######## rab_miss_fifo_flat ########
### Routing congestion, rab_miss_fifo_flat

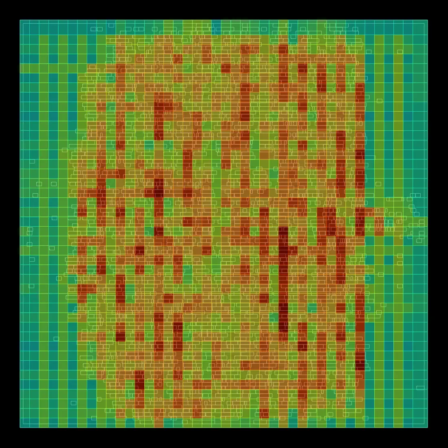

### config.mk
export PLATFORM = sky130hd
export DESIGN_NAME = rab_miss_fifo_flat
export DESIGN_NICKNAME = d
export VERILOG_FILES = /design/src/rtl/rab_miss_fifo_if.sv /design/src/rtl/rab_miss_fifo.sv /design/src/flat_wrapper.sv
export SDC_FILE = /design/constraint.sdc
export NUM_CORES = 1
export LEC_CHECK = 0
export CAP_MARGIN = 15
export CORE_MARGIN = 2
export CORE_UTILIZATION = 43
export CTS_CLUSTER_DIAMETER = 150
export DETAILED_ROUTE_END_ITERATION = 7
export PLACE_DENSITY = 0.7
export REMOVE_ABC_BUFFERS = 1
export SLEW_MARGIN = 10
export SYNTH_ARGS = -nofsm -noshare
export SYNTH_HDL_FRONTEND = slang
export SYNTH_SLANG_ARGS = --single-unit
### constraint.sdc
create_clock -name Clk_CI -period 12.6 [get_ports Clk_CI]
set_input_delay 2.52 -clock Clk_CI [delete_from_list [all_inputs] [get_ports Clk_CI]]
set_output_delay 2.52 -clock Clk_CI [all_outputs]
set_load 0.05 [all_outputs]
### src/rtl/rab_miss_fifo_if.sv
// Interface bundling the miss-event write side and the handler read side of rab_miss_fifo.
// Optional macro RAB_MISS_OVF_CNT_EN adds the dropped-miss counter signal.
interface rab_miss_fifo_if #(
`ifdef RAB_MISS_OVF_CNT_EN
    parameter int OVF_CNT_WIDTH  = 16,
`endif
    parameter int AXI_ADDR_WIDTH = 40,
    parameter int AXI_ID_WIDTH   = 8,
    parameter int DEPTH          = 16
);
    localparam int CNT_W = $clog2(DEPTH) + 1;

    logic                      MissValid_SI;
    logic [AXI_ADDR_WIDTH-1:0] MissAddr_DI;
    logic [AXI_ID_WIDTH-1:0]   MissId_DI;
    logic                      MissPort_SI;
    logic                      Flush_SI;
    logic                      OvfClr_SI;
    logic                      RdValid_SO;
    logic                      RdReady_SI;
    logic [AXI_ADDR_WIDTH-1:0] RdAddr_DO;
    logic [AXI_ID_WIDTH-1:0]   RdId_DO;
    logic                      RdPort_SO;
    logic                      Empty_SO;
    logic                      Full_SO;
    logic [CNT_W-1:0]          Count_DO;
    logic                      Overflow_SO;
`ifdef RAB_MISS_OVF_CNT_EN
    logic [OVF_CNT_WIDTH-1:0]  OvfCnt_DO;
`endif

    // Master is the miss source plus host handler; slave is the FIFO itself.
    modport master (
        output MissValid_SI, MissAddr_DI, MissId_DI, MissPort_SI,
        output Flush_SI, OvfClr_SI, RdReady_SI,
        input  RdValid_SO, RdAddr_DO, RdId_DO, RdPort_SO,
        input  Empty_SO, Full_SO, Count_DO, Overflow_SO
`ifdef RAB_MISS_OVF_CNT_EN
        , input OvfCnt_DO
`endif
    );

    modport slave (
        input  MissValid_SI, MissAddr_DI, MissId_DI, MissPort_SI,
        input  Flush_SI, OvfClr_SI, RdReady_SI,
        output RdValid_SO, RdAddr_DO, RdId_DO, RdPort_SO,
        output Empty_SO, Full_SO, Count_DO, Overflow_SO
`ifdef RAB_MISS_OVF_CNT_EN
        , output OvfCnt_DO
`endif
    );
endinterface

### src/rtl/rab_miss_fifo.sv
// Show-ahead FIFO logging RAB translation misses for the host-side miss handler.
// Optional macro RAB_MISS_OVF_CNT_EN adds a saturating dropped-miss counter.
module rab_miss_fifo #(
`ifdef RAB_MISS_OVF_CNT_EN
    parameter int OVF_CNT_WIDTH  = 16,
`endif
    parameter int AXI_ADDR_WIDTH = 40,
    parameter int AXI_ID_WIDTH   = 8,
    parameter int DEPTH          = 16
) (
    input logic           Clk_CI,
    input logic           Rst_RBI,
    rab_miss_fifo_if.slave io_Bus
);
    localparam int IDX_W = $clog2(DEPTH);
    localparam int PTR_W = IDX_W + 1;

    logic [PTR_W-1:0]          r_WrPtr;
    logic [PTR_W-1:0]          r_RdPtr;
    logic [AXI_ADDR_WIDTH-1:0] r_Addr [DEPTH];
    logic [AXI_ID_WIDTH-1:0]   r_Id   [DEPTH];
    logic                      r_Port [DEPTH];
    logic                      r_Overflow;

    logic [PTR_W-1:0] w_Count;
    logic             w_Empty;
    logic             w_Full;
    logic             w_Pop;
    logic             w_Push;
    logic             w_Drop;
    logic [IDX_W-1:0] w_WrIdx;
    logic [IDX_W-1:0] w_RdIdx;

    // Pointers carry one extra wrap bit, so their difference is the occupancy 0..DEPTH.
    assign w_Count = r_WrPtr - r_RdPtr;
    assign w_Empty = (r_WrPtr == r_RdPtr);
    assign w_Full  = (w_Count == PTR_W'(DEPTH));
    assign w_WrIdx = r_WrPtr[IDX_W-1:0];
    assign w_RdIdx = r_RdPtr[IDX_W-1:0];

    assign w_Pop  = !w_Empty && io_Bus.RdReady_SI;
    assign w_Push = io_Bus.MissValid_SI && (!w_Full || w_Pop);
    assign w_Drop = io_Bus.MissValid_SI && w_Full && !w_Pop && !io_Bus.Flush_SI;

    always_ff @(posedge Clk_CI or negedge Rst_RBI) begin
        if (!Rst_RBI) begin
            r_WrPtr <= '0;
            r_RdPtr <= '0;
        end else if (io_Bus.Flush_SI) begin
            r_WrPtr <= '0;
            r_RdPtr <= '0;
        end else begin
            if (w_Push) begin
                r_WrPtr <= r_WrPtr + PTR_W'(1);
            end
            if (w_Pop) begin
                r_RdPtr <= r_RdPtr + PTR_W'(1);
            end
        end
    end

    always_ff @(posedge Clk_CI or negedge Rst_RBI) begin
        if (!Rst_RBI) begin
            for (int i = 0; i < DEPTH; i++) begin
                r_Addr[i] <= '0;
                r_Id[i]   <= '0;
                r_Port[i] <= 1'b0;
            end
        end else if (w_Push && !io_Bus.Flush_SI) begin
            r_Addr[w_WrIdx] <= io_Bus.MissAddr_DI;
            r_Id[w_WrIdx]   <= io_Bus.MissId_DI;
            r_Port[w_WrIdx] <= io_Bus.MissPort_SI;
        end
    end

    // A drop in the same cycle as a clear still leaves the flag set.
    always_ff @(posedge Clk_CI or negedge Rst_RBI) begin
        if (!Rst_RBI) begin
            r_Overflow <= 1'b0;
        end else if (w_Drop) begin
            r_Overflow <= 1'b1;
        end else if (io_Bus.OvfClr_SI) begin
            r_Overflow <= 1'b0;
        end
    end

`ifdef RAB_MISS_OVF_CNT_EN
    logic [OVF_CNT_WIDTH-1:0] r_OvfCnt;

    always_ff @(posedge Clk_CI or negedge Rst_RBI) begin
        if (!Rst_RBI) begin
            r_OvfCnt <= '0;
        end else if (w_Drop) begin
            if (io_Bus.OvfClr_SI) begin
                r_OvfCnt <= OVF_CNT_WIDTH'(1);
            end else if (r_OvfCnt != '1) begin
                r_OvfCnt <= r_OvfCnt + OVF_CNT_WIDTH'(1);
            end
        end else if (io_Bus.OvfClr_SI) begin
            r_OvfCnt <= '0;
        end
    end

    assign io_Bus.OvfCnt_DO = r_OvfCnt;
`endif

    assign io_Bus.RdValid_SO  = !w_Empty;
    assign io_Bus.RdAddr_DO   = r_Addr[w_RdIdx];
    assign io_Bus.RdId_DO     = r_Id[w_RdIdx];
    assign io_Bus.RdPort_SO   = r_Port[w_RdIdx];
    assign io_Bus.Empty_SO    = w_Empty;
    assign io_Bus.Full_SO     = w_Full;
    assign io_Bus.Count_DO    = w_Count;
    assign io_Bus.Overflow_SO = r_Overflow;
endmodule

### src/flat_wrapper.sv
// flat-port wrapper written by rule: the top's interface ports become plain ports
module rab_miss_fifo_flat 
#(

    parameter int AXI_ADDR_WIDTH = 40,
    parameter int AXI_ID_WIDTH   = 8,
    parameter int DEPTH          = 16
)
  (Clk_CI, Rst_RBI, io_Bus_MissValid_SI, io_Bus_MissAddr_DI, io_Bus_MissId_DI, io_Bus_MissPort_SI, io_Bus_Flush_SI, io_Bus_OvfClr_SI, io_Bus_RdReady_SI, io_Bus_RdValid_SO, io_Bus_RdAddr_DO, io_Bus_RdId_DO, io_Bus_RdPort_SO, io_Bus_Empty_SO, io_Bus_Full_SO, io_Bus_Count_DO, io_Bus_Overflow_SO);
  rab_miss_fifo_if #(.AXI_ADDR_WIDTH(AXI_ADDR_WIDTH), .AXI_ID_WIDTH(AXI_ID_WIDTH), .DEPTH(DEPTH)) io_Bus_i ();
  input logic Clk_CI;
  input logic Rst_RBI;
  input wire logic [$bits(io_Bus_i.MissValid_SI)-1:0] io_Bus_MissValid_SI;
  input wire logic [$bits(io_Bus_i.MissAddr_DI)-1:0] io_Bus_MissAddr_DI;
  input wire logic [$bits(io_Bus_i.MissId_DI)-1:0] io_Bus_MissId_DI;
  input wire logic [$bits(io_Bus_i.MissPort_SI)-1:0] io_Bus_MissPort_SI;
  input wire logic [$bits(io_Bus_i.Flush_SI)-1:0] io_Bus_Flush_SI;
  input wire logic [$bits(io_Bus_i.OvfClr_SI)-1:0] io_Bus_OvfClr_SI;
  input wire logic [$bits(io_Bus_i.RdReady_SI)-1:0] io_Bus_RdReady_SI;
  output wire logic [$bits(io_Bus_i.RdValid_SO)-1:0] io_Bus_RdValid_SO;
  output wire logic [$bits(io_Bus_i.RdAddr_DO)-1:0] io_Bus_RdAddr_DO;
  output wire logic [$bits(io_Bus_i.RdId_DO)-1:0] io_Bus_RdId_DO;
  output wire logic [$bits(io_Bus_i.RdPort_SO)-1:0] io_Bus_RdPort_SO;
  output wire logic [$bits(io_Bus_i.Empty_SO)-1:0] io_Bus_Empty_SO;
  output wire logic [$bits(io_Bus_i.Full_SO)-1:0] io_Bus_Full_SO;
  output wire logic [$bits(io_Bus_i.Count_DO)-1:0] io_Bus_Count_DO;
  output wire logic [$bits(io_Bus_i.Overflow_SO)-1:0] io_Bus_Overflow_SO;
  assign io_Bus_i.MissValid_SI = io_Bus_MissValid_SI;
  assign io_Bus_i.MissAddr_DI = io_Bus_MissAddr_DI;
  assign io_Bus_i.MissId_DI = io_Bus_MissId_DI;
  assign io_Bus_i.MissPort_SI = io_Bus_MissPort_SI;
  assign io_Bus_i.Flush_SI = io_Bus_Flush_SI;
  assign io_Bus_i.OvfClr_SI = io_Bus_OvfClr_SI;
  assign io_Bus_i.RdReady_SI = io_Bus_RdReady_SI;
  assign io_Bus_RdValid_SO = io_Bus_i.RdValid_SO;
  assign io_Bus_RdAddr_DO = io_Bus_i.RdAddr_DO;
  assign io_Bus_RdId_DO = io_Bus_i.RdId_DO;
  assign io_Bus_RdPort_SO = io_Bus_i.RdPort_SO;
  assign io_Bus_Empty_SO = io_Bus_i.Empty_SO;
  assign io_Bus_Full_SO = io_Bus_i.Full_SO;
  assign io_Bus_Count_DO = io_Bus_i.Count_DO;
  assign io_Bus_Overflow_SO = io_Bus_i.Overflow_SO;
  rab_miss_fifo #(.AXI_ADDR_WIDTH(AXI_ADDR_WIDTH), .AXI_ID_WIDTH(AXI_ID_WIDTH), .DEPTH(DEPTH)) u_core (.Clk_CI(Clk_CI), .Rst_RBI(Rst_RBI), .io_Bus(io_Bus_i));
endmodule
######## sdf_bf2_stage ########
$ cat config.mk
export PLATFORM = sky130hd
export DESIGN_NAME = sdf_bf2_stage
export DESIGN_NICKNAME = d
export VERILOG_FILES = /design/src/rtl/sdf_bf2_stage.sv
export SDC_FILE = /design/constraint.sdc
export NUM_CORES = 1
export LEC_CHECK = 0
export ABC_AREA = 1
export CAP_MARGIN = 20
export CORE_ASPECT_RATIO = 2
export CORE_MARGIN = 4
export CORE_UTILIZATION = 50
export CTS_BUF_LIST = sky130_fd_sc_hd__clkbuf_4 sky130_fd_sc_hd__clkbuf_8
export CTS_CLUSTER_DIAMETER = 120
export DETAILED_ROUTE_END_ITERATION = 8
export GPL_ROUTABILITY_DRIVEN = 1
export PLACE_DENSITY = 0.88
export SETUP_SLACK_MARGIN = 0.4
export SLEW_MARGIN = 15
export SYNTH_ARGS = -nofsm -noshare
export SYNTH_HDL_FRONTEND = slang
export SYNTH_SLANG_ARGS = --single-unit
$ cat constraint.sdc
create_clock -name clk -period 4.6 [get_ports clk]
set_input_delay 0.69 -clock clk [delete_from_list [all_inputs] [get_ports clk]]
set_output_delay 0.69 -clock clk [all_outputs]
set_load 0.05 [all_outputs]
$ cat src/rtl/sdf_bf2_stage.sv
// ---------------------------------------------------------------------------
// sdf_bf2_stage
//
// Radix-2 single-path delay feedback (SDF) butterfly stage for an R2^2 SDF
// FFT pipeline. The feedback delay line of DEPTH samples lives outside this
// module. This stage owns the frame counter, the butterfly arithmetic, the
// input handshake and the output valid.
//
// A frame is 2*DEPTH samples:
//   - The first half is written into the delay line unchanged.
//   - The second half produces sums on the output and differences back into
//     the line.
// The stored differences come out while the next frame's first half loads.
// If no frame follows, they come out during a drain.
//
// Parameters
//   DEPTH : half-frame length / feedback delay (power of two, >= 1)
//   WIDTH : input sample width per component (signed)
//
// Ports
//   clk, rst_n            : clock, asynchronous active-low reset
//   in_valid / in_ready   : input handshake (in_ready low only while draining)
//   in_re, in_im          : input sample, WIDTH bits signed
//   out_valid             : output sample valid (registered)
//   out_re, out_im        : output sample, WIDTH+1 bits signed (registered)
//   dly_in_re/im          : to delay line input (combinational)
//   dly_out_re/im         : from delay line output (latency DEPTH clocks)
//   err_gap               : sticky, in_valid dropped mid-frame
//
// Build option
//   SDF_BF_SCALE_EN : when defined, sum and difference are halved with
//                     round-half-up, (v+1)>>>1, before output and before
//                     storage. Ports are identical in both builds.
// ---------------------------------------------------------------------------
module sdf_bf2_stage #(
    parameter int DEPTH = 4,
    parameter int WIDTH = 8
) (
    input  logic               clk,
    input  logic               rst_n,
    input  logic               in_valid,
    output logic               in_ready,
    input  logic [WIDTH-1:0]   in_re,
    input  logic [WIDTH-1:0]   in_im,
    output logic               out_valid,
    output logic [WIDTH:0]     out_re,
    output logic [WIDTH:0]     out_im,
    output logic [WIDTH:0]     dly_in_re,
    output logic [WIDTH:0]     dly_in_im,
    input  logic [WIDTH:0]     dly_out_re,
    input  logic [WIDTH:0]     dly_out_im,
    output logic               err_gap
);

    localparam int CW  = $clog2(2 * DEPTH);
    localparam int DCW = (DEPTH > 1) ? $clog2(DEPTH) : 1;

    localparam logic [CW-1:0]  CNT_LAST  = CW'(2 * DEPTH - 1);
    localparam logic [CW-1:0]  CNT_HALF  = CW'(DEPTH);
    localparam logic [DCW-1:0] DCNT_LAST = DCW'(DEPTH - 1);

    localparam logic [1:0] ST_IDLE  = 2'd0;
    localparam logic [1:0] ST_RUN   = 2'd1;
    localparam logic [1:0] ST_DRAIN = 2'd2;

    logic [1:0]        state_reg;
    logic [CW-1:0]     cnt_reg;
    logic [DCW-1:0]    dcnt_reg;
    logic              primed_reg;
    logic              out_valid_reg;
    logic [WIDTH:0]    out_re_reg;
    logic [WIDTH:0]    out_im_reg;
    logic              err_gap_reg;

    logic              accept;
    logic              phase_b;
    logic [CW-1:0]     cnt_next;
    logic signed [WIDTH:0] in_ext_re, in_ext_im;
    logic signed [WIDTH:0] sum_re, sum_im, diff_re, diff_im;

    assign in_ready  = (state_reg != ST_DRAIN);
    assign accept    = in_valid & in_ready;
    // In IDLE cnt is held at 0, so an accepted sample there is phase A.
    assign phase_b   = (state_reg == ST_RUN) && (cnt_reg >= CNT_HALF);
    assign cnt_next  = (cnt_reg == CNT_LAST) ? '0 : cnt_reg + 1'b1;

    assign in_ext_re = {in_re[WIDTH-1], in_re};
    assign in_ext_im = {in_im[WIDTH-1], in_im};

`ifdef SDF_BF_SCALE_EN
    // Work one bit wider so the +1 rounding cannot wrap. Dropping bit 0 is
    // the arithmetic shift right by one.
    localparam logic signed [WIDTH+1:0] ONE_W = {{(WIDTH+1){1'b0}}, 1'b1};
    logic signed [WIDTH+1:0] sum_w_re, sum_w_im, diff_w_re, diff_w_im;
    logic                    unused_lsb;

    assign sum_w_re  = {dly_out_re[WIDTH], dly_out_re} + {in_ext_re[WIDTH], in_ext_re} + ONE_W;
    assign sum_w_im  = {dly_out_im[WIDTH], dly_out_im} + {in_ext_im[WIDTH], in_ext_im} + ONE_W;
    assign diff_w_re = {dly_out_re[WIDTH], dly_out_re} - {in_ext_re[WIDTH], in_ext_re} + ONE_W;
    assign diff_w_im = {dly_out_im[WIDTH], dly_out_im} - {in_ext_im[WIDTH], in_ext_im} + ONE_W;
    assign sum_re    = sum_w_re[WIDTH+1:1];
    assign sum_im    = sum_w_im[WIDTH+1:1];
    assign diff_re   = diff_w_re[WIDTH+1:1];
    assign diff_im   = diff_w_im[WIDTH+1:1];
    assign unused_lsb = sum_w_re[0] ^ sum_w_im[0] ^ diff_w_re[0] ^ diff_w_im[0];
`else
    // In phase B, dly_out holds a first-half sample that is only WIDTH bits
    // wide, sign-extended. The sum and difference of two WIDTH-bit values
    // therefore fit in WIDTH+1 bits.
    assign sum_re    = $signed(dly_out_re) + in_ext_re;
    assign sum_im    = $signed(dly_out_im) + in_ext_im;
    assign diff_re   = $signed(dly_out_re) - in_ext_re;
    assign diff_im   = $signed(dly_out_im) - in_ext_im;
`endif

    // Delay-line feed. Anything that is not an accepted sample writes zero.
    always_comb begin
        dly_in_re = '0;
        dly_in_im = '0;
        if (accept) begin
            dly_in_re = phase_b ? diff_re : in_ext_re;
            dly_in_im = phase_b ? diff_im : in_ext_im;
        end
    end

    always_ff @(posedge clk or negedge rst_n) begin
        if (!rst_n) begin
            state_reg     <= ST_IDLE;
            cnt_reg       <= '0;
            dcnt_reg      <= '0;
            primed_reg    <= 1'b0;
            out_valid_reg <= 1'b0;
            out_re_reg    <= '0;
            out_im_reg    <= '0;
            err_gap_reg   <= 1'b0;
        end else begin
            case (state_reg)
                ST_IDLE: begin
                    primed_reg    <= 1'b0;
                    out_valid_reg <= 1'b0;
                    cnt_reg       <= '0;
                    if (accept) begin
                        out_re_reg <= dly_out_re;
                        out_im_reg <= dly_out_im;
                        cnt_reg    <= cnt_next;
                        state_reg  <= ST_RUN;
                    end
                end
                ST_RUN: begin
                    if (accept) begin
                        out_re_reg    <= phase_b ? sum_re : dly_out_re;
                        out_im_reg    <= phase_b ? sum_im : dly_out_im;
                        out_valid_reg <= phase_b | primed_reg;
                        cnt_reg       <= cnt_next;
                        if (cnt_reg == CNT_LAST) begin
                            primed_reg <= 1'b1;
                        end
                    end else if (cnt_reg != '0) begin
                        err_gap_reg   <= 1'b1;
                        out_valid_reg <= 1'b0;
                        primed_reg    <= 1'b0;
                        cnt_reg       <= '0;
                        state_reg     <= ST_IDLE;
                    end else begin
                        // The first stored difference is already at dly_out
                        // on the boundary cycle, so emit it now. The drain
                        // then covers the remaining DEPTH-1 differences.
                        out_re_reg    <= dly_out_re;
                        out_im_reg    <= dly_out_im;
                        out_valid_reg <= 1'b1;
                        dcnt_reg      <= '0;
                        state_reg     <= ST_DRAIN;
                    end
                end
                ST_DRAIN: begin
                    out_re_reg    <= dly_out_re;
                    out_im_reg    <= dly_out_im;
                    // On the last drain cycle dly_out carries the zero that
                    // was written on the boundary cycle, which is not data.
                    out_valid_reg <= (dcnt_reg != DCNT_LAST);
                    if (dcnt_reg == DCNT_LAST) begin
                        primed_reg <= 1'b0;
                        cnt_reg    <= '0;
                        state_reg  <= ST_IDLE;
                    end else begin
                        dcnt_reg <= dcnt_reg + 1'b1;
                    end
                end
                default: begin
                    state_reg     <= ST_IDLE;
                    out_valid_reg <= 1'b0;
                end
            endcase
        end
    end

    assign out_valid = out_valid_reg;
    assign out_re    = out_re_reg;
    assign out_im    = out_im_reg;
    assign err_gap   = err_gap_reg;

endmodule
######## vram_arbiter ########
==> src/rtl/vram_pkg.sv <==
// Shared types for the VRAM arbiter: access owner tags and the per-stage pipeline tag.
// PIX_LAT is the fixed cycle count from x,y (or host grant) to registered output.
package vram_pkg;

  typedef enum logic [1:0] {
    OWN_NONE,
    OWN_VGA,
    OWN_HOST
  } owner_t;

  typedef struct packed {
    owner_t own;
    logic   we;
    logic   in_range;
  } pipe_tag_t;

  localparam int PIX_LAT = 3;

endpackage

==> src/rtl/vram_addr_gen.sv <==
// Raster-to-image mapping: image window hit test and linear image address.
// Purely combinational; the board renderer reuses it for hit testing.
module vram_addr_gen #(
  parameter int unsigned HRES   = 640,
  parameter int unsigned VRES   = 480,
  parameter int unsigned IMG_X0 = 36,
  parameter int unsigned IMG_Y0 = 91,
  parameter int unsigned IMG_W  = 256,
  parameter int unsigned IMG_H  = 256,
  parameter int unsigned ADDR_W = 18
) (
  input  logic [9:0]        x,
  input  logic [9:0]        y,
  output logic              in_win,
  output logic [ADDR_W-1:0] vaddr
);

  logic [31:0] xw;
  logic [31:0] yw;

  assign xw = 32'(x);
  assign yw = 32'(y);

  assign in_win = (xw >= IMG_X0) && (xw < IMG_X0 + IMG_W) &&
                  (yw >= IMG_Y0) && (yw < IMG_Y0 + IMG_H) &&
                  (xw < HRES) && (yw < VRES);

  // Only meaningful while in_win; outside the window the value is ignored.
  assign vaddr = ADDR_W'(yw - IMG_Y0) * ADDR_W'(IMG_W) + ADDR_W'(xw - IMG_X0);

endmodule

==> src/rtl/vram_arbiter.sv <==
// Shares one single-port image RAM between the VGA pixel path (absolute priority)
// and a host req/gnt port; pixel and host read data return 3 cycles after issue.
module vram_arbiter
  import vram_pkg::*;
#(
  parameter int unsigned HRES   = 640,
  parameter int unsigned VRES   = 480,
  parameter int unsigned IMG_X0 = 36,
  parameter int unsigned IMG_Y0 = 91,
  parameter int unsigned IMG_W  = 256,
  parameter int unsigned IMG_H  = 256,
  parameter int unsigned ADDR_W = 18,
  parameter logic [7:0]  BG_PIX = 8'hFF
) (
  input  logic              clk,
  input  logic              rst,
  input  logic [9:0]        x,
  input  logic [9:0]        y,
  output logic [7:0]        pix_data,
  output logic              pix_in_img,
  input  logic              host_req,
  input  logic              host_we,
  input  logic [ADDR_W-1:0] host_addr,
  input  logic [7:0]        host_wdata,
  output logic              host_gnt,
  output logic              host_rvalid,
  output logic [7:0]        host_rdata,
  output logic              host_err,
  output logic [ADDR_W-1:0] mem_addr,
  output logic              mem_we,
  output logic [7:0]        mem_wdata,
  input  logic [7:0]        mem_q
);

  logic              in_win;
  logic [ADDR_W-1:0] vaddr;
  logic              in_range;

  logic [ADDR_W-1:0] mem_addr_d, mem_addr_q;
  logic              mem_we_d, mem_we_q;
  logic [7:0]        mem_wdata_d, mem_wdata_q;
  pipe_tag_t         tag1_d, tag1_q;
  pipe_tag_t         tag2_d, tag2_q;
  logic [7:0]        pix_data_d, pix_data_q;
  logic              pix_in_img_d, pix_in_img_q;
  logic              host_rvalid_d, host_rvalid_q;
  logic [7:0]        host_rdata_d, host_rdata_q;

  vram_addr_gen #(
    .HRES  (HRES),
    .VRES  (VRES),
    .IMG_X0(IMG_X0),
    .IMG_Y0(IMG_Y0),
    .IMG_W (IMG_W),
    .IMG_H (IMG_H),
    .ADDR_W(ADDR_W)
  ) u_addr_gen (
    .x     (x),
    .y     (y),
    .in_win(in_win),
    .vaddr (vaddr)
  );

  assign in_range = 32'(host_addr) < IMG_W * IMG_H;

  // Host only gets the RAM on cycles the raster is outside the image window.
  assign host_gnt = !rst && !in_win && host_req;
  assign host_err = host_gnt && !in_range;

  always_comb begin
    mem_addr_d  = mem_addr_q;
    mem_we_d    = 1'b0;
    mem_wdata_d = mem_wdata_q;
    tag1_d      = '{own: OWN_NONE, we: 1'b0, in_range: 1'b0};
    if (in_win) begin
      mem_addr_d = vaddr;
      tag1_d     = '{own: OWN_VGA, we: 1'b0, in_range: 1'b1};
    end else if (host_gnt) begin
      mem_addr_d  = host_addr;
      mem_we_d    = host_we && in_range;
      mem_wdata_d = host_wdata;
      tag1_d      = '{own: OWN_HOST, we: host_we, in_range: in_range};
    end

    tag2_d        = tag1_q;
    pix_in_img_d  = (tag2_q.own == OWN_VGA);
    pix_data_d    = pix_in_img_d ? mem_q : BG_PIX;
    host_rvalid_d = (tag2_q.own == OWN_HOST) && !tag2_q.we;
    host_rdata_d  = host_rdata_q;
    if (host_rvalid_d) begin
      host_rdata_d = tag2_q.in_range ? mem_q : 8'h00;
    end
  end

  always_ff @(posedge clk) begin
    if (rst) begin
      mem_addr_q    <= '0;
      mem_we_q      <= 1'b0;
      mem_wdata_q   <= 8'h00;
      tag1_q        <= '{own: OWN_NONE, we: 1'b0, in_range: 1'b0};
      tag2_q        <= '{own: OWN_NONE, we: 1'b0, in_range: 1'b0};
      pix_data_q    <= BG_PIX;
      pix_in_img_q  <= 1'b0;
      host_rvalid_q <= 1'b0;
      host_rdata_q  <= 8'h00;
    end else begin
      mem_addr_q    <= mem_addr_d;
      mem_we_q      <= mem_we_d;
      mem_wdata_q   <= mem_wdata_d;
      tag1_q        <= tag1_d;
      tag2_q        <= tag2_d;
      pix_data_q    <= pix_data_d;
      pix_in_img_q  <= pix_in_img_d;
      host_rvalid_q <= host_rvalid_d;
      host_rdata_q  <= host_rdata_d;
    end
  end

  assign mem_addr    = mem_addr_q;
  assign mem_we      = mem_we_q;
  assign mem_wdata   = mem_wdata_q;
  assign pix_data    = pix_data_q;
  assign pix_in_img  = pix_in_img_q;
  assign host_rvalid = host_rvalid_q;
  assign host_rdata  = host_rdata_q;

endmodule

==> config.mk <==
export PLATFORM = sky130hd
export DESIGN_NAME = vram_arbiter
export DESIGN_NICKNAME = d
export VERILOG_FILES = /design/src/rtl/vram_pkg.sv /design/src/rtl/vram_addr_gen.sv /design/src/rtl/vram_arbiter.sv
export SDC_FILE = /design/constraint.sdc
export NUM_CORES = 1
export LEC_CHECK = 0
export ABC_AREA = 1
export CAP_MARGIN = 5
export CORE_UTILIZATION = 49
export CTS_CLUSTER_DIAMETER = 100
export CTS_CLUSTER_SIZE = 14
export DETAILED_ROUTE_END_ITERATION = 10
export PLACE_DENSITY = 0.85
export SETUP_SLACK_MARGIN = 0.1
export SLEW_MARGIN = 25
export SYNTH_ARGS = -nofsm -noshare
export SYNTH_HDL_FRONTEND = slang
export SYNTH_HIERARCHICAL = 1
export SYNTH_SLANG_ARGS = --single-unit
==> constraint.sdc <==
create_clock -name clk -period 7.1 [get_ports clk]
set_input_delay 1.42 -clock clk [delete_from_list [all_inputs] [get_ports clk]]
set_output_delay 1.42 -clock clk [all_outputs]
set_load 0.01 [all_outputs]

==> notes/layouts.md <==
Pictures saved along the way, in no particular order.

Signal metal coverage by tile.
picture 1
Bar = 20 um. The die is cut into 13 by 24 equal tiles; dark blue is low, red is high, scaled to the fullest tile. Values are wire area over tile area, all layers added.
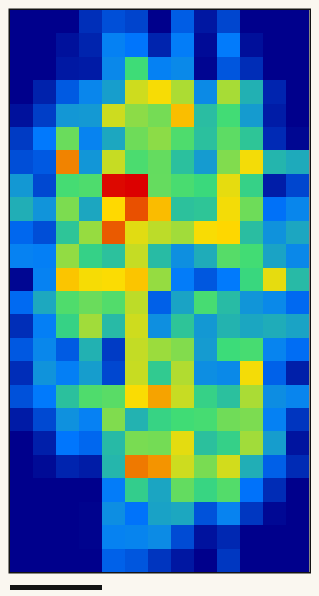
picture 2
Bar = 100 um. The die is cut into 29 by 29 equal tiles; dark blue is low, red is high, scaled to the fullest tile. Values are wire area over tile area, all layers added.
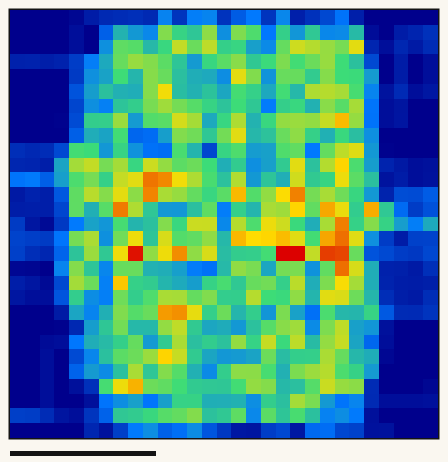
picture 3
Bar = 20 um. The die is cut into 16 by 16 equal tiles; dark blue is low, red is high, scaled to the fullest tile. Values are wire area over tile area, all layers added.
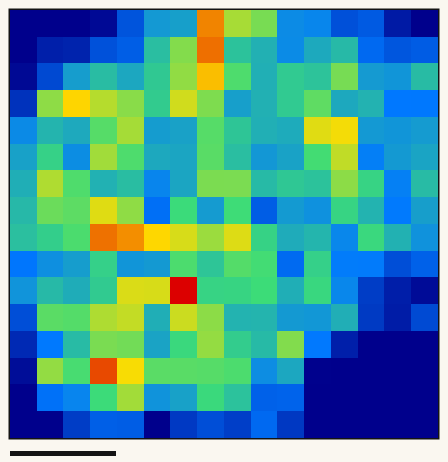
Picture 1 comes from sdf_bf2_stage.
Picture 3 comes from vram_arbiter.
Picture 2 comes from rab_miss_fifo_flat.
Of these, smallest die: picture 3

### Drive-strength map, rab_miss_fifo_flat

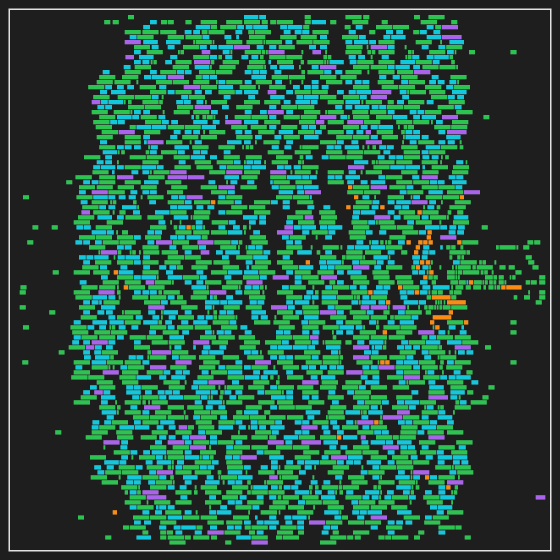
Purple shows x6 and larger, cells 116. Green shows x1 and smaller, cells 1289. Orange shows x3 and x4, cells 47. Cyan shows x2, cells 1012.

## Picture notes: 'Routing congestion' of rab_miss_fifo_flat
GR Util met2: 0.344
final core occ: 0.490
met1 usage: 0.294
met3 Use GR: 0.0365

==> reports/results.tsv, rab_miss_fifo_flat <==
metric	value	unit
pwr-share-seq	0.388	
synth.cell_area	36100	um2
lay_top_cells	791 x dfrtp_1, 784 x mux2_2, 205 x nand2_1	
antenna_cells	1	
setup.worst_path.start	u_core.r_RdPtr[0]	
ys.flops	795	
p_per_area	196	nW/um2
hold_end	u_core.r_Addr[189]	
worstSetupEndpoint	io_Bus_RdAddr_DO[26]	
synthCells	2374	
first_iter_violations	1477	
ff2ff_setup_slack	6.76	ns
synthTopCellsByCount	795 x dfrtp_1, 784 x mux2_2, 205 x nand2_1	
fp.dieW	294	um
status	complete, no violations	
drc_errors	0	
grt_max_degree	179	
most_common_cell	dfrtp_1	
clkLatencyLatePin	0.62	ns
clockRootBuffer	clkbuf_16	
clkTransAtPathRegs	0.06	ns
logic_gates	1358	
ys_types	38	
==> rab_miss_fifo_flat: state kept, by name, indices dropped and copies added (netlist names) <==
register and cells:
u_core.io_Bus.Overflow_SO 1, u_core.r_RdPtr 5, u_core.r_Addr 640, u_core.r_WrPtr 5
u_core.r_Id 128, u_core.r_Port 16
==> rab_miss_fifo_flat: routing by layer <==
metal,wire length (um),track usage,up-vias,part of all wire
met5,53,0,-,0.00059
met4,2320,0.0678,8,0.026
met2,43200,0.344,510,0.48
met1,39800,0.294,11300,0.44
li1,-,-,8722,-
met3,4390,0.0365,164,0.049
==> rab_miss_fifo_flat: worst max-delay path, stage by stage, from the launching register on <==
cell,delay (ns)
dfrtp_4,0.77
buf_4,0.76
buf_4,0.92
mux4_2,0.38
nand2_1,0.05
and3_1,0.21
a31oi_1,0.41
clkdlybuf4s50_1,0.91
==> rab_miss_fifo_flat: stage by stage <==
stage	cells	TNS (ns)	cell area [um2]	util
6_report	3545	0	40800	0.490
5_1_grt	3544	0	40800	0.490
4_1_cts	3544	0	40800	0.490
3_5_place_dp	3395	0	38000	0.456
3_3_place_gp	3395	0	38000	0.456
2_1_floorplan	2162	-775.98	35100	-
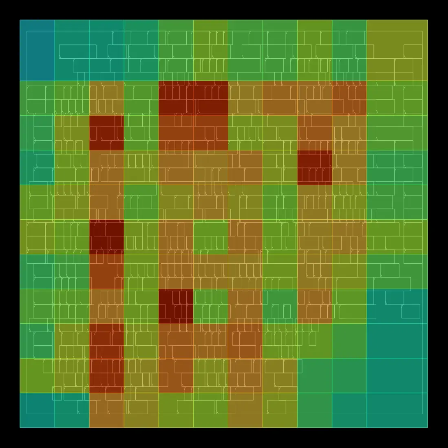
*Routing congestion, vram_arbiter*
Total GRT Usage: 0.230
Top Usage Layer GRT: met2
drt wl/cell: 11.6 um

==> reports/results.tsv, vram_arbiter <==
metric	value	unit
cp.arrival	4.15	ns
worst_slew_pin_slew	0.587	ns
status	complete, no violations	
synth.cell_area	3070	um2
critical_path_buf_inv_count	4	
ys_cells	457	
portBuffers	104	
synth-edff-count	0	
place_ws	1.52	ns
wl_met1	3.14	mm
critical_path.slowest_cell	clkdlybuf4s50_1	
switching_share	0.274	
sh_comb_area	0.395	
cts_tree	built	
clockRootBuffer	clkbuf_8	
openroad.warnings	27	
nWellTaps	75	
antenna_found_initial	0	
path_class	in -> out	
dieArea	6580	um2
synthTopCellsByCount	163 x nand2_1, 53 x dfxtp_1, 50 x inv_1	
rr_startpoint	tag2_q[2]	
critPathLaunchType	primary input	
fp_nets	528	
clkLatencyLatePin	0.31	ns
boundaryPins	105	
drc_errors	0	
nonClkBufAreaFrac	0.250	
cp_cell_sequence	clkdlybuf4s50_1 -> ha_1 -> o21a_2 -> nand2_1 -> nand4_1 -> nand3_1 -> nor2_1 -> inv_4 -> nand3_2 -> inv_2 -> clkdlybuf4s50_1	
nFlopsAndLatches	53	
## vram_arbiter: worst register-to-register path, delay by kind of cell, from the launching register on
family | cells | cell delay, ns
buffers and inverters | 1 | 0.12
DFF | 1 | 0.31
and+or+nand+nor | 4 | 0.67
## vram_arbiter: flip-flops by register name (all words and copies together) (netlist names)
register,flops
host_rdata,8
host_rvalid,1
mem_addr,18
mem_wdata,8
mem_we,1
pix_data,8
pix_in_img,1
tag1_q,4
tag2_q,4
## vram_arbiter: power by group through the flow
| stage | Clock (uW) | Combinational, uW | Sequential [uW] |
|---|---|---|---|
| finish | 202 | 175 | 318 |
| global route | 217 | 193 | 320 |
| CTS | 205 | 175 | 318 |
| detailed placement | 0 | 173 | 325 |
| global placement | 0 | 171 | 325 |
| floorplan | 0 | 92.6 | 330 |
## vram_arbiter: kinds of logic (layout without fill, tap and decap cells)
logic type	Yosys count	count (layout)	synth area share
AND/OR/NAND/NOR	282	282	0.403
buffers and inverters	76	172	0.114
flip-flops	53	53	0.346
AND-OR/OR-AND	17	17	0.0359
XOR/XNOR	16	16	0.0457
adder cells (fa/ha/maj)	13	13	0.0555
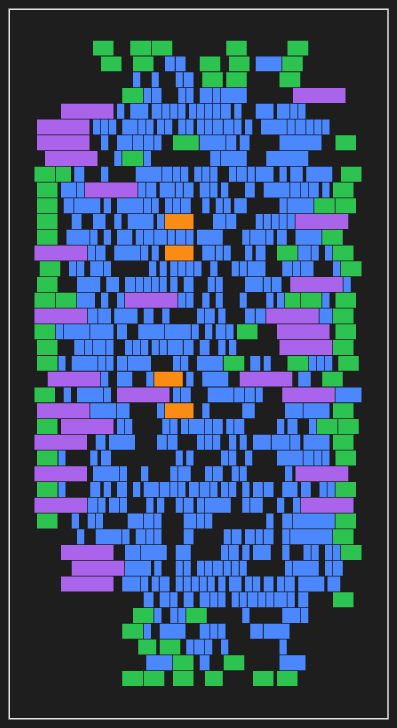
*Placement by cell class, sdf_bf2_stage*
Green shows remaining buffers and delay cells, cells 77. Purple shows registers, cells 28. Blue shows remaining logic cells, cells 459. Orange shows clock drivers and dummy loads, cells 4.

==> reports/results.tsv, sdf_bf2_stage <==
metric	value	unit
status	complete, no violations	
cts_tree	built	
simple_gate_share	0.325	
postCtsSetupRepairBufs	0	
fin_cells	654	
setup_viol	0	
r2r_end	out_re[7]	
rsz0062_at_grt	no	
openroad.warnings	46	
p_clk_frac	0.081	
ys_types	35	
ys_cells	499	
synth_area_leader_cell	dfrtp_1	
core_area	6310	um2
drc_errors	0	
dieArea	7950	um2
-- sdf_bf2_stage: cell type report --
class | count | area [um2] | share of cell area
Sequential cell | 28 | 701 | 0.171
Inverter | 85 | 323 | 0.0788
Timing Repair Buffer | 77 | 766 | 0.187
Clock buffer | 4 | 55.1 | 0.0134
Tap cell | 86 | 108 | 0.0263
Multi-Input combinational cell | 374 | 2150 | 0.524
-- sdf_bf2_stage: power by group through the flow --
stage,Sequential [uW],Clock (uW),Combinational [uW]
6_report,425,159,1380
4_1_cts,425,163,1390
2_1_floorplan,714,0,681
3_5_place_dp,429,0,1380
3_3_place_gp,424,0,1350
5_1_grt,440,172,1490
-- sdf_bf2_stage: critical path: stages --
cell	delay, ns
clkdlybuf4s50_1	0.52
inv_1	0.06
ha_1	0.21
fa_1	0.41
o21ai_1	0.28
nand2_1	0.11
nand2_1	0.07
nand2_1	0.05
nand3_1	0.06
nand2_1	0.05
inv_1	0.06
clkdlybuf4s50_1	0.79
-- sdf_bf2_stage: routing by layer --
| layer | global-route usage | share of wire |
|---|---|---|
| met1 | 0.239 | 0.37 |
| met2 | 0.451 | 0.56 |
| met4 | 0.101 | 0.026 |
| met3 | 0.0240 | 0.052 |
| met5 | 0 | 0 |

######## seg_scan_ctrl ########
[config.mk]
export PLATFORM = sky130hd
export DESIGN_NAME = seg_scan_ctrl
export DESIGN_NICKNAME = d
export VERILOG_FILES = /design/src/rtl/seg_pkg.sv /design/src/rtl/seg_blink_gen.sv /design/src/rtl/seg_scan_ctrl.sv
export SDC_FILE = /design/constraint.sdc
export NUM_CORES = 1
export LEC_CHECK = 0
export ABC_AREA = 1
export CORE_MARGIN = 3
export CORE_UTILIZATION = 60
export CTS_CLUSTER_DIAMETER = 150
export DETAILED_ROUTE_END_ITERATION = 16
export DONT_BUFFER_PORTS = 1
export GPL_TIMING_DRIVEN = 0
export PLACE_DENSITY = 0.78
export SYNTH_ARGS = -nofsm -noshare
export SYNTH_HDL_FRONTEND = slang
export SYNTH_SLANG_ARGS = --single-unit
[constraint.sdc]
create_clock -name clk -period 3.5 [get_ports clk]
set_input_delay 0.7 -clock clk [delete_from_list [all_inputs] [get_ports clk]]
set_output_delay 0.7 -clock clk [all_outputs]
set_load 0.1 [all_outputs]
[src/rtl/seg_pkg.sv]
// Shared types and constants for the NumbLock 7-segment scan path.
package seg_pkg;
  localparam int SEG_W = 7;
  localparam logic [SEG_W-1:0] SEG_RAW_IDLE = 7'h7F;
  localparam int DIG_MAX = 32;

  typedef enum logic [1:0] {OFF, LOAD, SHOW, BLANK} scan_state_t;

  // Active-low one-hot digit enable; callers slice to their digit count.
  function automatic logic [DIG_MAX-1:0] dig_sel_n(input int unsigned idx);
    dig_sel_n = ~(DIG_MAX'(1) << idx);
  endfunction
endpackage

[src/rtl/seg_blink_gen.sv]
// Free-running blink phase generator; phase toggles every BLINK_DIV cycles.
module seg_blink_gen
  import seg_pkg::*;
#(
  parameter int BLINK_DIV = 12500000
) (
  input  logic clk,
  input  logic rst,
  output logic blink_phase
);
  localparam int BW = $clog2(BLINK_DIV);

  logic [BW-1:0] cnt;

  always_ff @(posedge clk or posedge rst) begin
    if (rst) begin
      cnt         <= '0;
      blink_phase <= 1'b0;
    end else if (cnt == BW'(BLINK_DIV - 1)) begin
      cnt         <= '0;
      blink_phase <= ~blink_phase;
    end else begin
      cnt <= cnt + 1'b1;
    end
  end
endmodule

[src/rtl/seg_scan_ctrl.sv]
// Time-multiplexed digit scanner: per-digit pattern store, blank gap between
// slots and per-digit blinking; seg_raw feeds the shared segment remapper.
module seg_scan_ctrl
  import seg_pkg::*;
#(
  parameter int DIGITS       = 4,
  parameter int SCAN_DIV     = 50000,
  parameter int BLANK_CYCLES = 500,
  parameter int BLINK_DIV    = 12500000
) (
  input  logic                       clk,
  input  logic                       rst,
  input  logic                       en,
  input  logic                       wr_valid,
  output logic                       wr_ready,
  input  logic [$clog2(DIGITS)-1:0]  wr_addr,
  input  logic [6:0]                 wr_data,
  input  logic                       wr_blink,
  output logic [6:0]                 seg_raw,
  output logic [DIGITS-1:0]          dig_sel,
  output logic [$clog2(DIGITS)-1:0]  cur_digit
);
  localparam int AW      = $clog2(DIGITS);
  localparam int CNT_MAX = (SCAN_DIV > BLANK_CYCLES) ? SCAN_DIV : BLANK_CYCLES;
  localparam int CW      = (CNT_MAX > 1) ? $clog2(CNT_MAX) : 1;

  scan_state_t       state, state_nxt;
  logic [CW-1:0]     cnt;
  logic              hide;
  logic              blink_phase;
  logic [SEG_W-1:0]  pat [DIGITS];
  logic [DIGITS-1:0] blink;
  logic              show_last, blank_last, wr_fire;
  logic [DIG_MAX-1:0] sel_full;

  assign show_last  = (cnt == CW'(SCAN_DIV - 1));
  assign blank_last = (cnt == CW'(BLANK_CYCLES - 1));
  assign wr_fire    = wr_valid & wr_ready;

  seg_blink_gen #(.BLINK_DIV(BLINK_DIV)) u_blink (
    .clk         (clk),
    .rst         (rst),
    .blink_phase (blink_phase)
  );

  always_ff @(posedge clk or posedge rst) begin
    if (rst) state <= OFF;
    else     state <= state_nxt;
  end

  always_comb begin
    state_nxt = state;
    if (!en) begin
      state_nxt = OFF;
    end else begin
      case (state)
        OFF:     state_nxt = LOAD;
        LOAD:    state_nxt = SHOW;
        SHOW:    if (show_last)  state_nxt = BLANK;
        BLANK:   if (blank_last) state_nxt = LOAD;
        default: state_nxt = OFF;
      endcase
    end
  end

  // rst gates wr_ready directly so it reads 0 for the whole reset interval.
  always_comb begin
    sel_full = '1;
    if (state == SHOW && !hide) sel_full = dig_sel_n(32'(cur_digit));
    dig_sel  = sel_full[DIGITS-1:0];
    wr_ready = (state != LOAD) && !rst;
  end

  always_ff @(posedge clk or posedge rst) begin
    if (rst) begin
      cnt       <= '0;
      cur_digit <= '0;
      seg_raw   <= SEG_RAW_IDLE;
      hide      <= 1'b0;
    end else begin
      if ((state == SHOW || state == BLANK) && state_nxt == state) cnt <= cnt + 1'b1;
      else                                                       cnt <= '0;
      // Latching once per slot keeps seg_raw stable even if the lit digit is rewritten.
      if (state == LOAD && en) begin
        seg_raw <= pat[cur_digit];
        hide    <= blink[cur_digit] & blink_phase;
      end
      if (state == BLANK && en && blank_last)
        cur_digit <= (cur_digit == AW'(DIGITS - 1)) ? '0 : cur_digit + 1'b1;
    end
  end

  always_ff @(posedge clk or posedge rst) begin
    if (rst) begin
      for (int unsigned i = 0; i < DIGITS; i++) pat[i] <= SEG_RAW_IDLE;
      blink <= '0;
    end else if (wr_fire && (32'(wr_addr) < 32'(DIGITS))) begin
      pat[wr_addr]   <= wr_data;
      blink[wr_addr] <= wr_blink;
    end
  end
endmodule

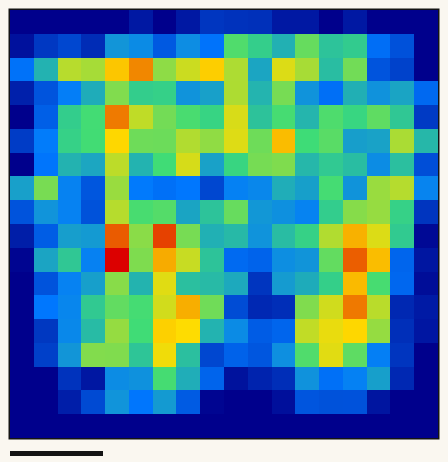
*Signal metal coverage by tile, seg_scan_ctrl*
Bar = 20 um. The die is cut into 18 by 18 equal tiles; dark blue is low, red is high, scaled to the fullest tile. Values are wire area over tile area, all layers added.
29% of the tiles are over half the peak. The mean over all tiles is 0.17. The emptiest ninth of the die: south-west. 15% of the tiles are nearly empty. The fullest tile reaches 0.51.

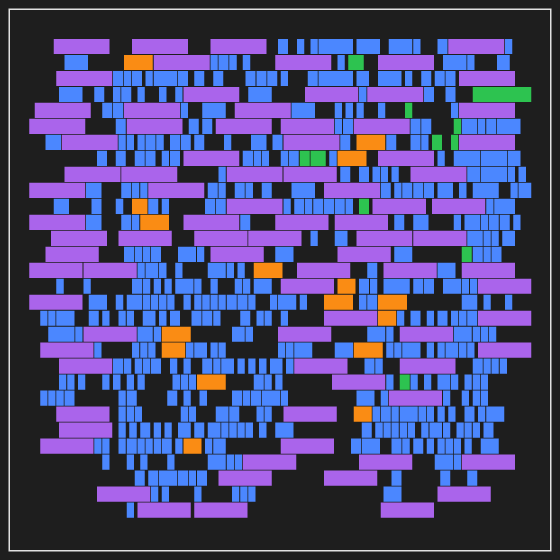
*Placement by cell class, seg_scan_ctrl*
Green shows remaining buffers and delay cells, cells 11. Blue shows remaining logic cells, cells 442. Purple shows registers, cells 85. Orange shows clock drivers and dummy loads, cells 16.

[sequential cells by signal, indices dropped and copies added (netlist names)]
signal               count
hide                     1
u_blink.cnt             24
blink                    4
cur_digit                2
u_blink.blink_phase      1
seg_raw                  7
state                    2
pat                     28
cnt                     16
[critical path, delay by kind of cell (launching register included)]
kind                       cells  cell delay (ns)
DFF                            1             0.74
and+or+nand+nor                1             0.66
adders and majority gates      1             0.28
buffers and inverters          2             0.57
[worst min path at each step]
stage                              from             endpoint  slack (ns)  depth (start not counted)
finish                              rst             blink[2]        0.15                          1
global route                        rst             blink[2]        0.15                          1
CTS                                 rst             blink[2]        0.15                          1
detailed placement              pat[27]              pat[27]        0.47                          2
global placement                pat[27]              pat[27]        0.46                          2
floorplan           u_blink.blink_phase  u_blink.blink_phase        0.44                          1
[metal layers]
| layer | up-vias | GRT usage | routed length (um) |
|---|---|---|---|
| met5 | - | 0 | 0 |
| met4 | 0 | 0.0755 | 128 |
| met3 | 11 | 0.0476 | 421 |
| met2 | 79 | 0.372 | 4290 |
| met1 | 1696 | 0.332 | 4510 |
| li1 | 1745 | - | - |
==> reports/results.tsv <==
metric	value	unit
status	complete, no violations	
sh_comb_area	0.406	
cap_violations	0	
htree_levels	3	
layout_top_cell	nand2_1	
synth.logic.top_family	simple AND/OR/NAND/NOR gates	
switching_share	0.349	
synth.cell_area	4430	um2
finalSetupTns	0	ns
critical_path.slowest_cell	dfrtp_2	
most_common_cell	nand2_1	
grt_max_degree	67	
synth-edff-count	0	
fin_cells	650	
antenna_found_initial	0	


==> notes/layouts.md <==
Pictures saved along the way, in no particular order.

Cell density map.
shot_01.png
Bar = 20 um. The die is cut into 7 by 12 equal tiles; dark blue is low, red is high, 0 to 100% covered.
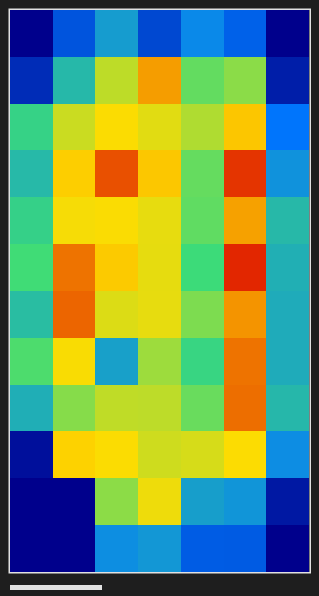
shot_02.png
Bar = 20 um. The die is cut into 9 by 9 equal tiles; dark blue is low, red is high, 0 to 100% covered.
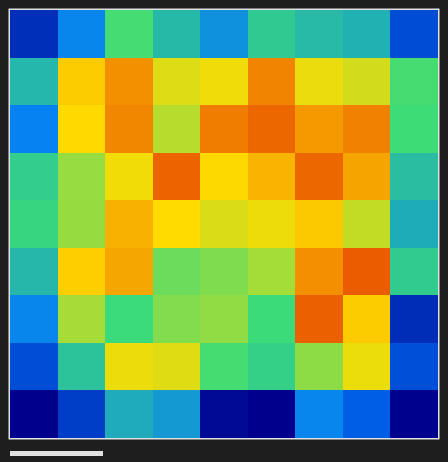
shot_03.png
Bar = 20 um. The die is cut into 8 by 8 equal tiles; dark blue is low, red is high, 0 to 100% covered.
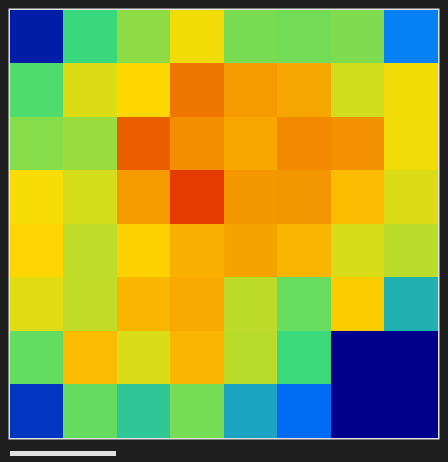
shot_04.png
Bar = 100 um. The die is cut into 29 by 29 equal tiles; dark blue is low, red is high, 0 to 100% covered.
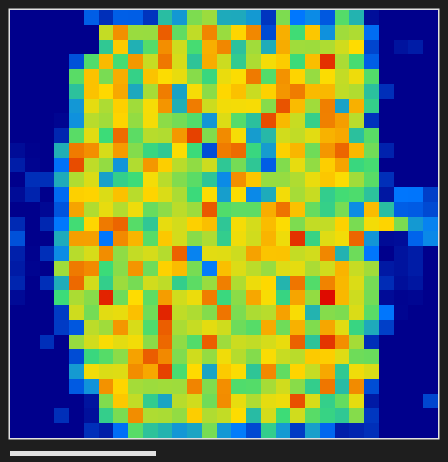
| picture | from |
|---|---|
| shot_02.png | seg_scan_ctrl |
| shot_01.png | sdf_bf2_stage |
| shot_03.png | vram_arbiter |
| shot_04.png | rab_miss_fifo_flat |

No activity file was given, so power comes from the tool's default toggle rates.
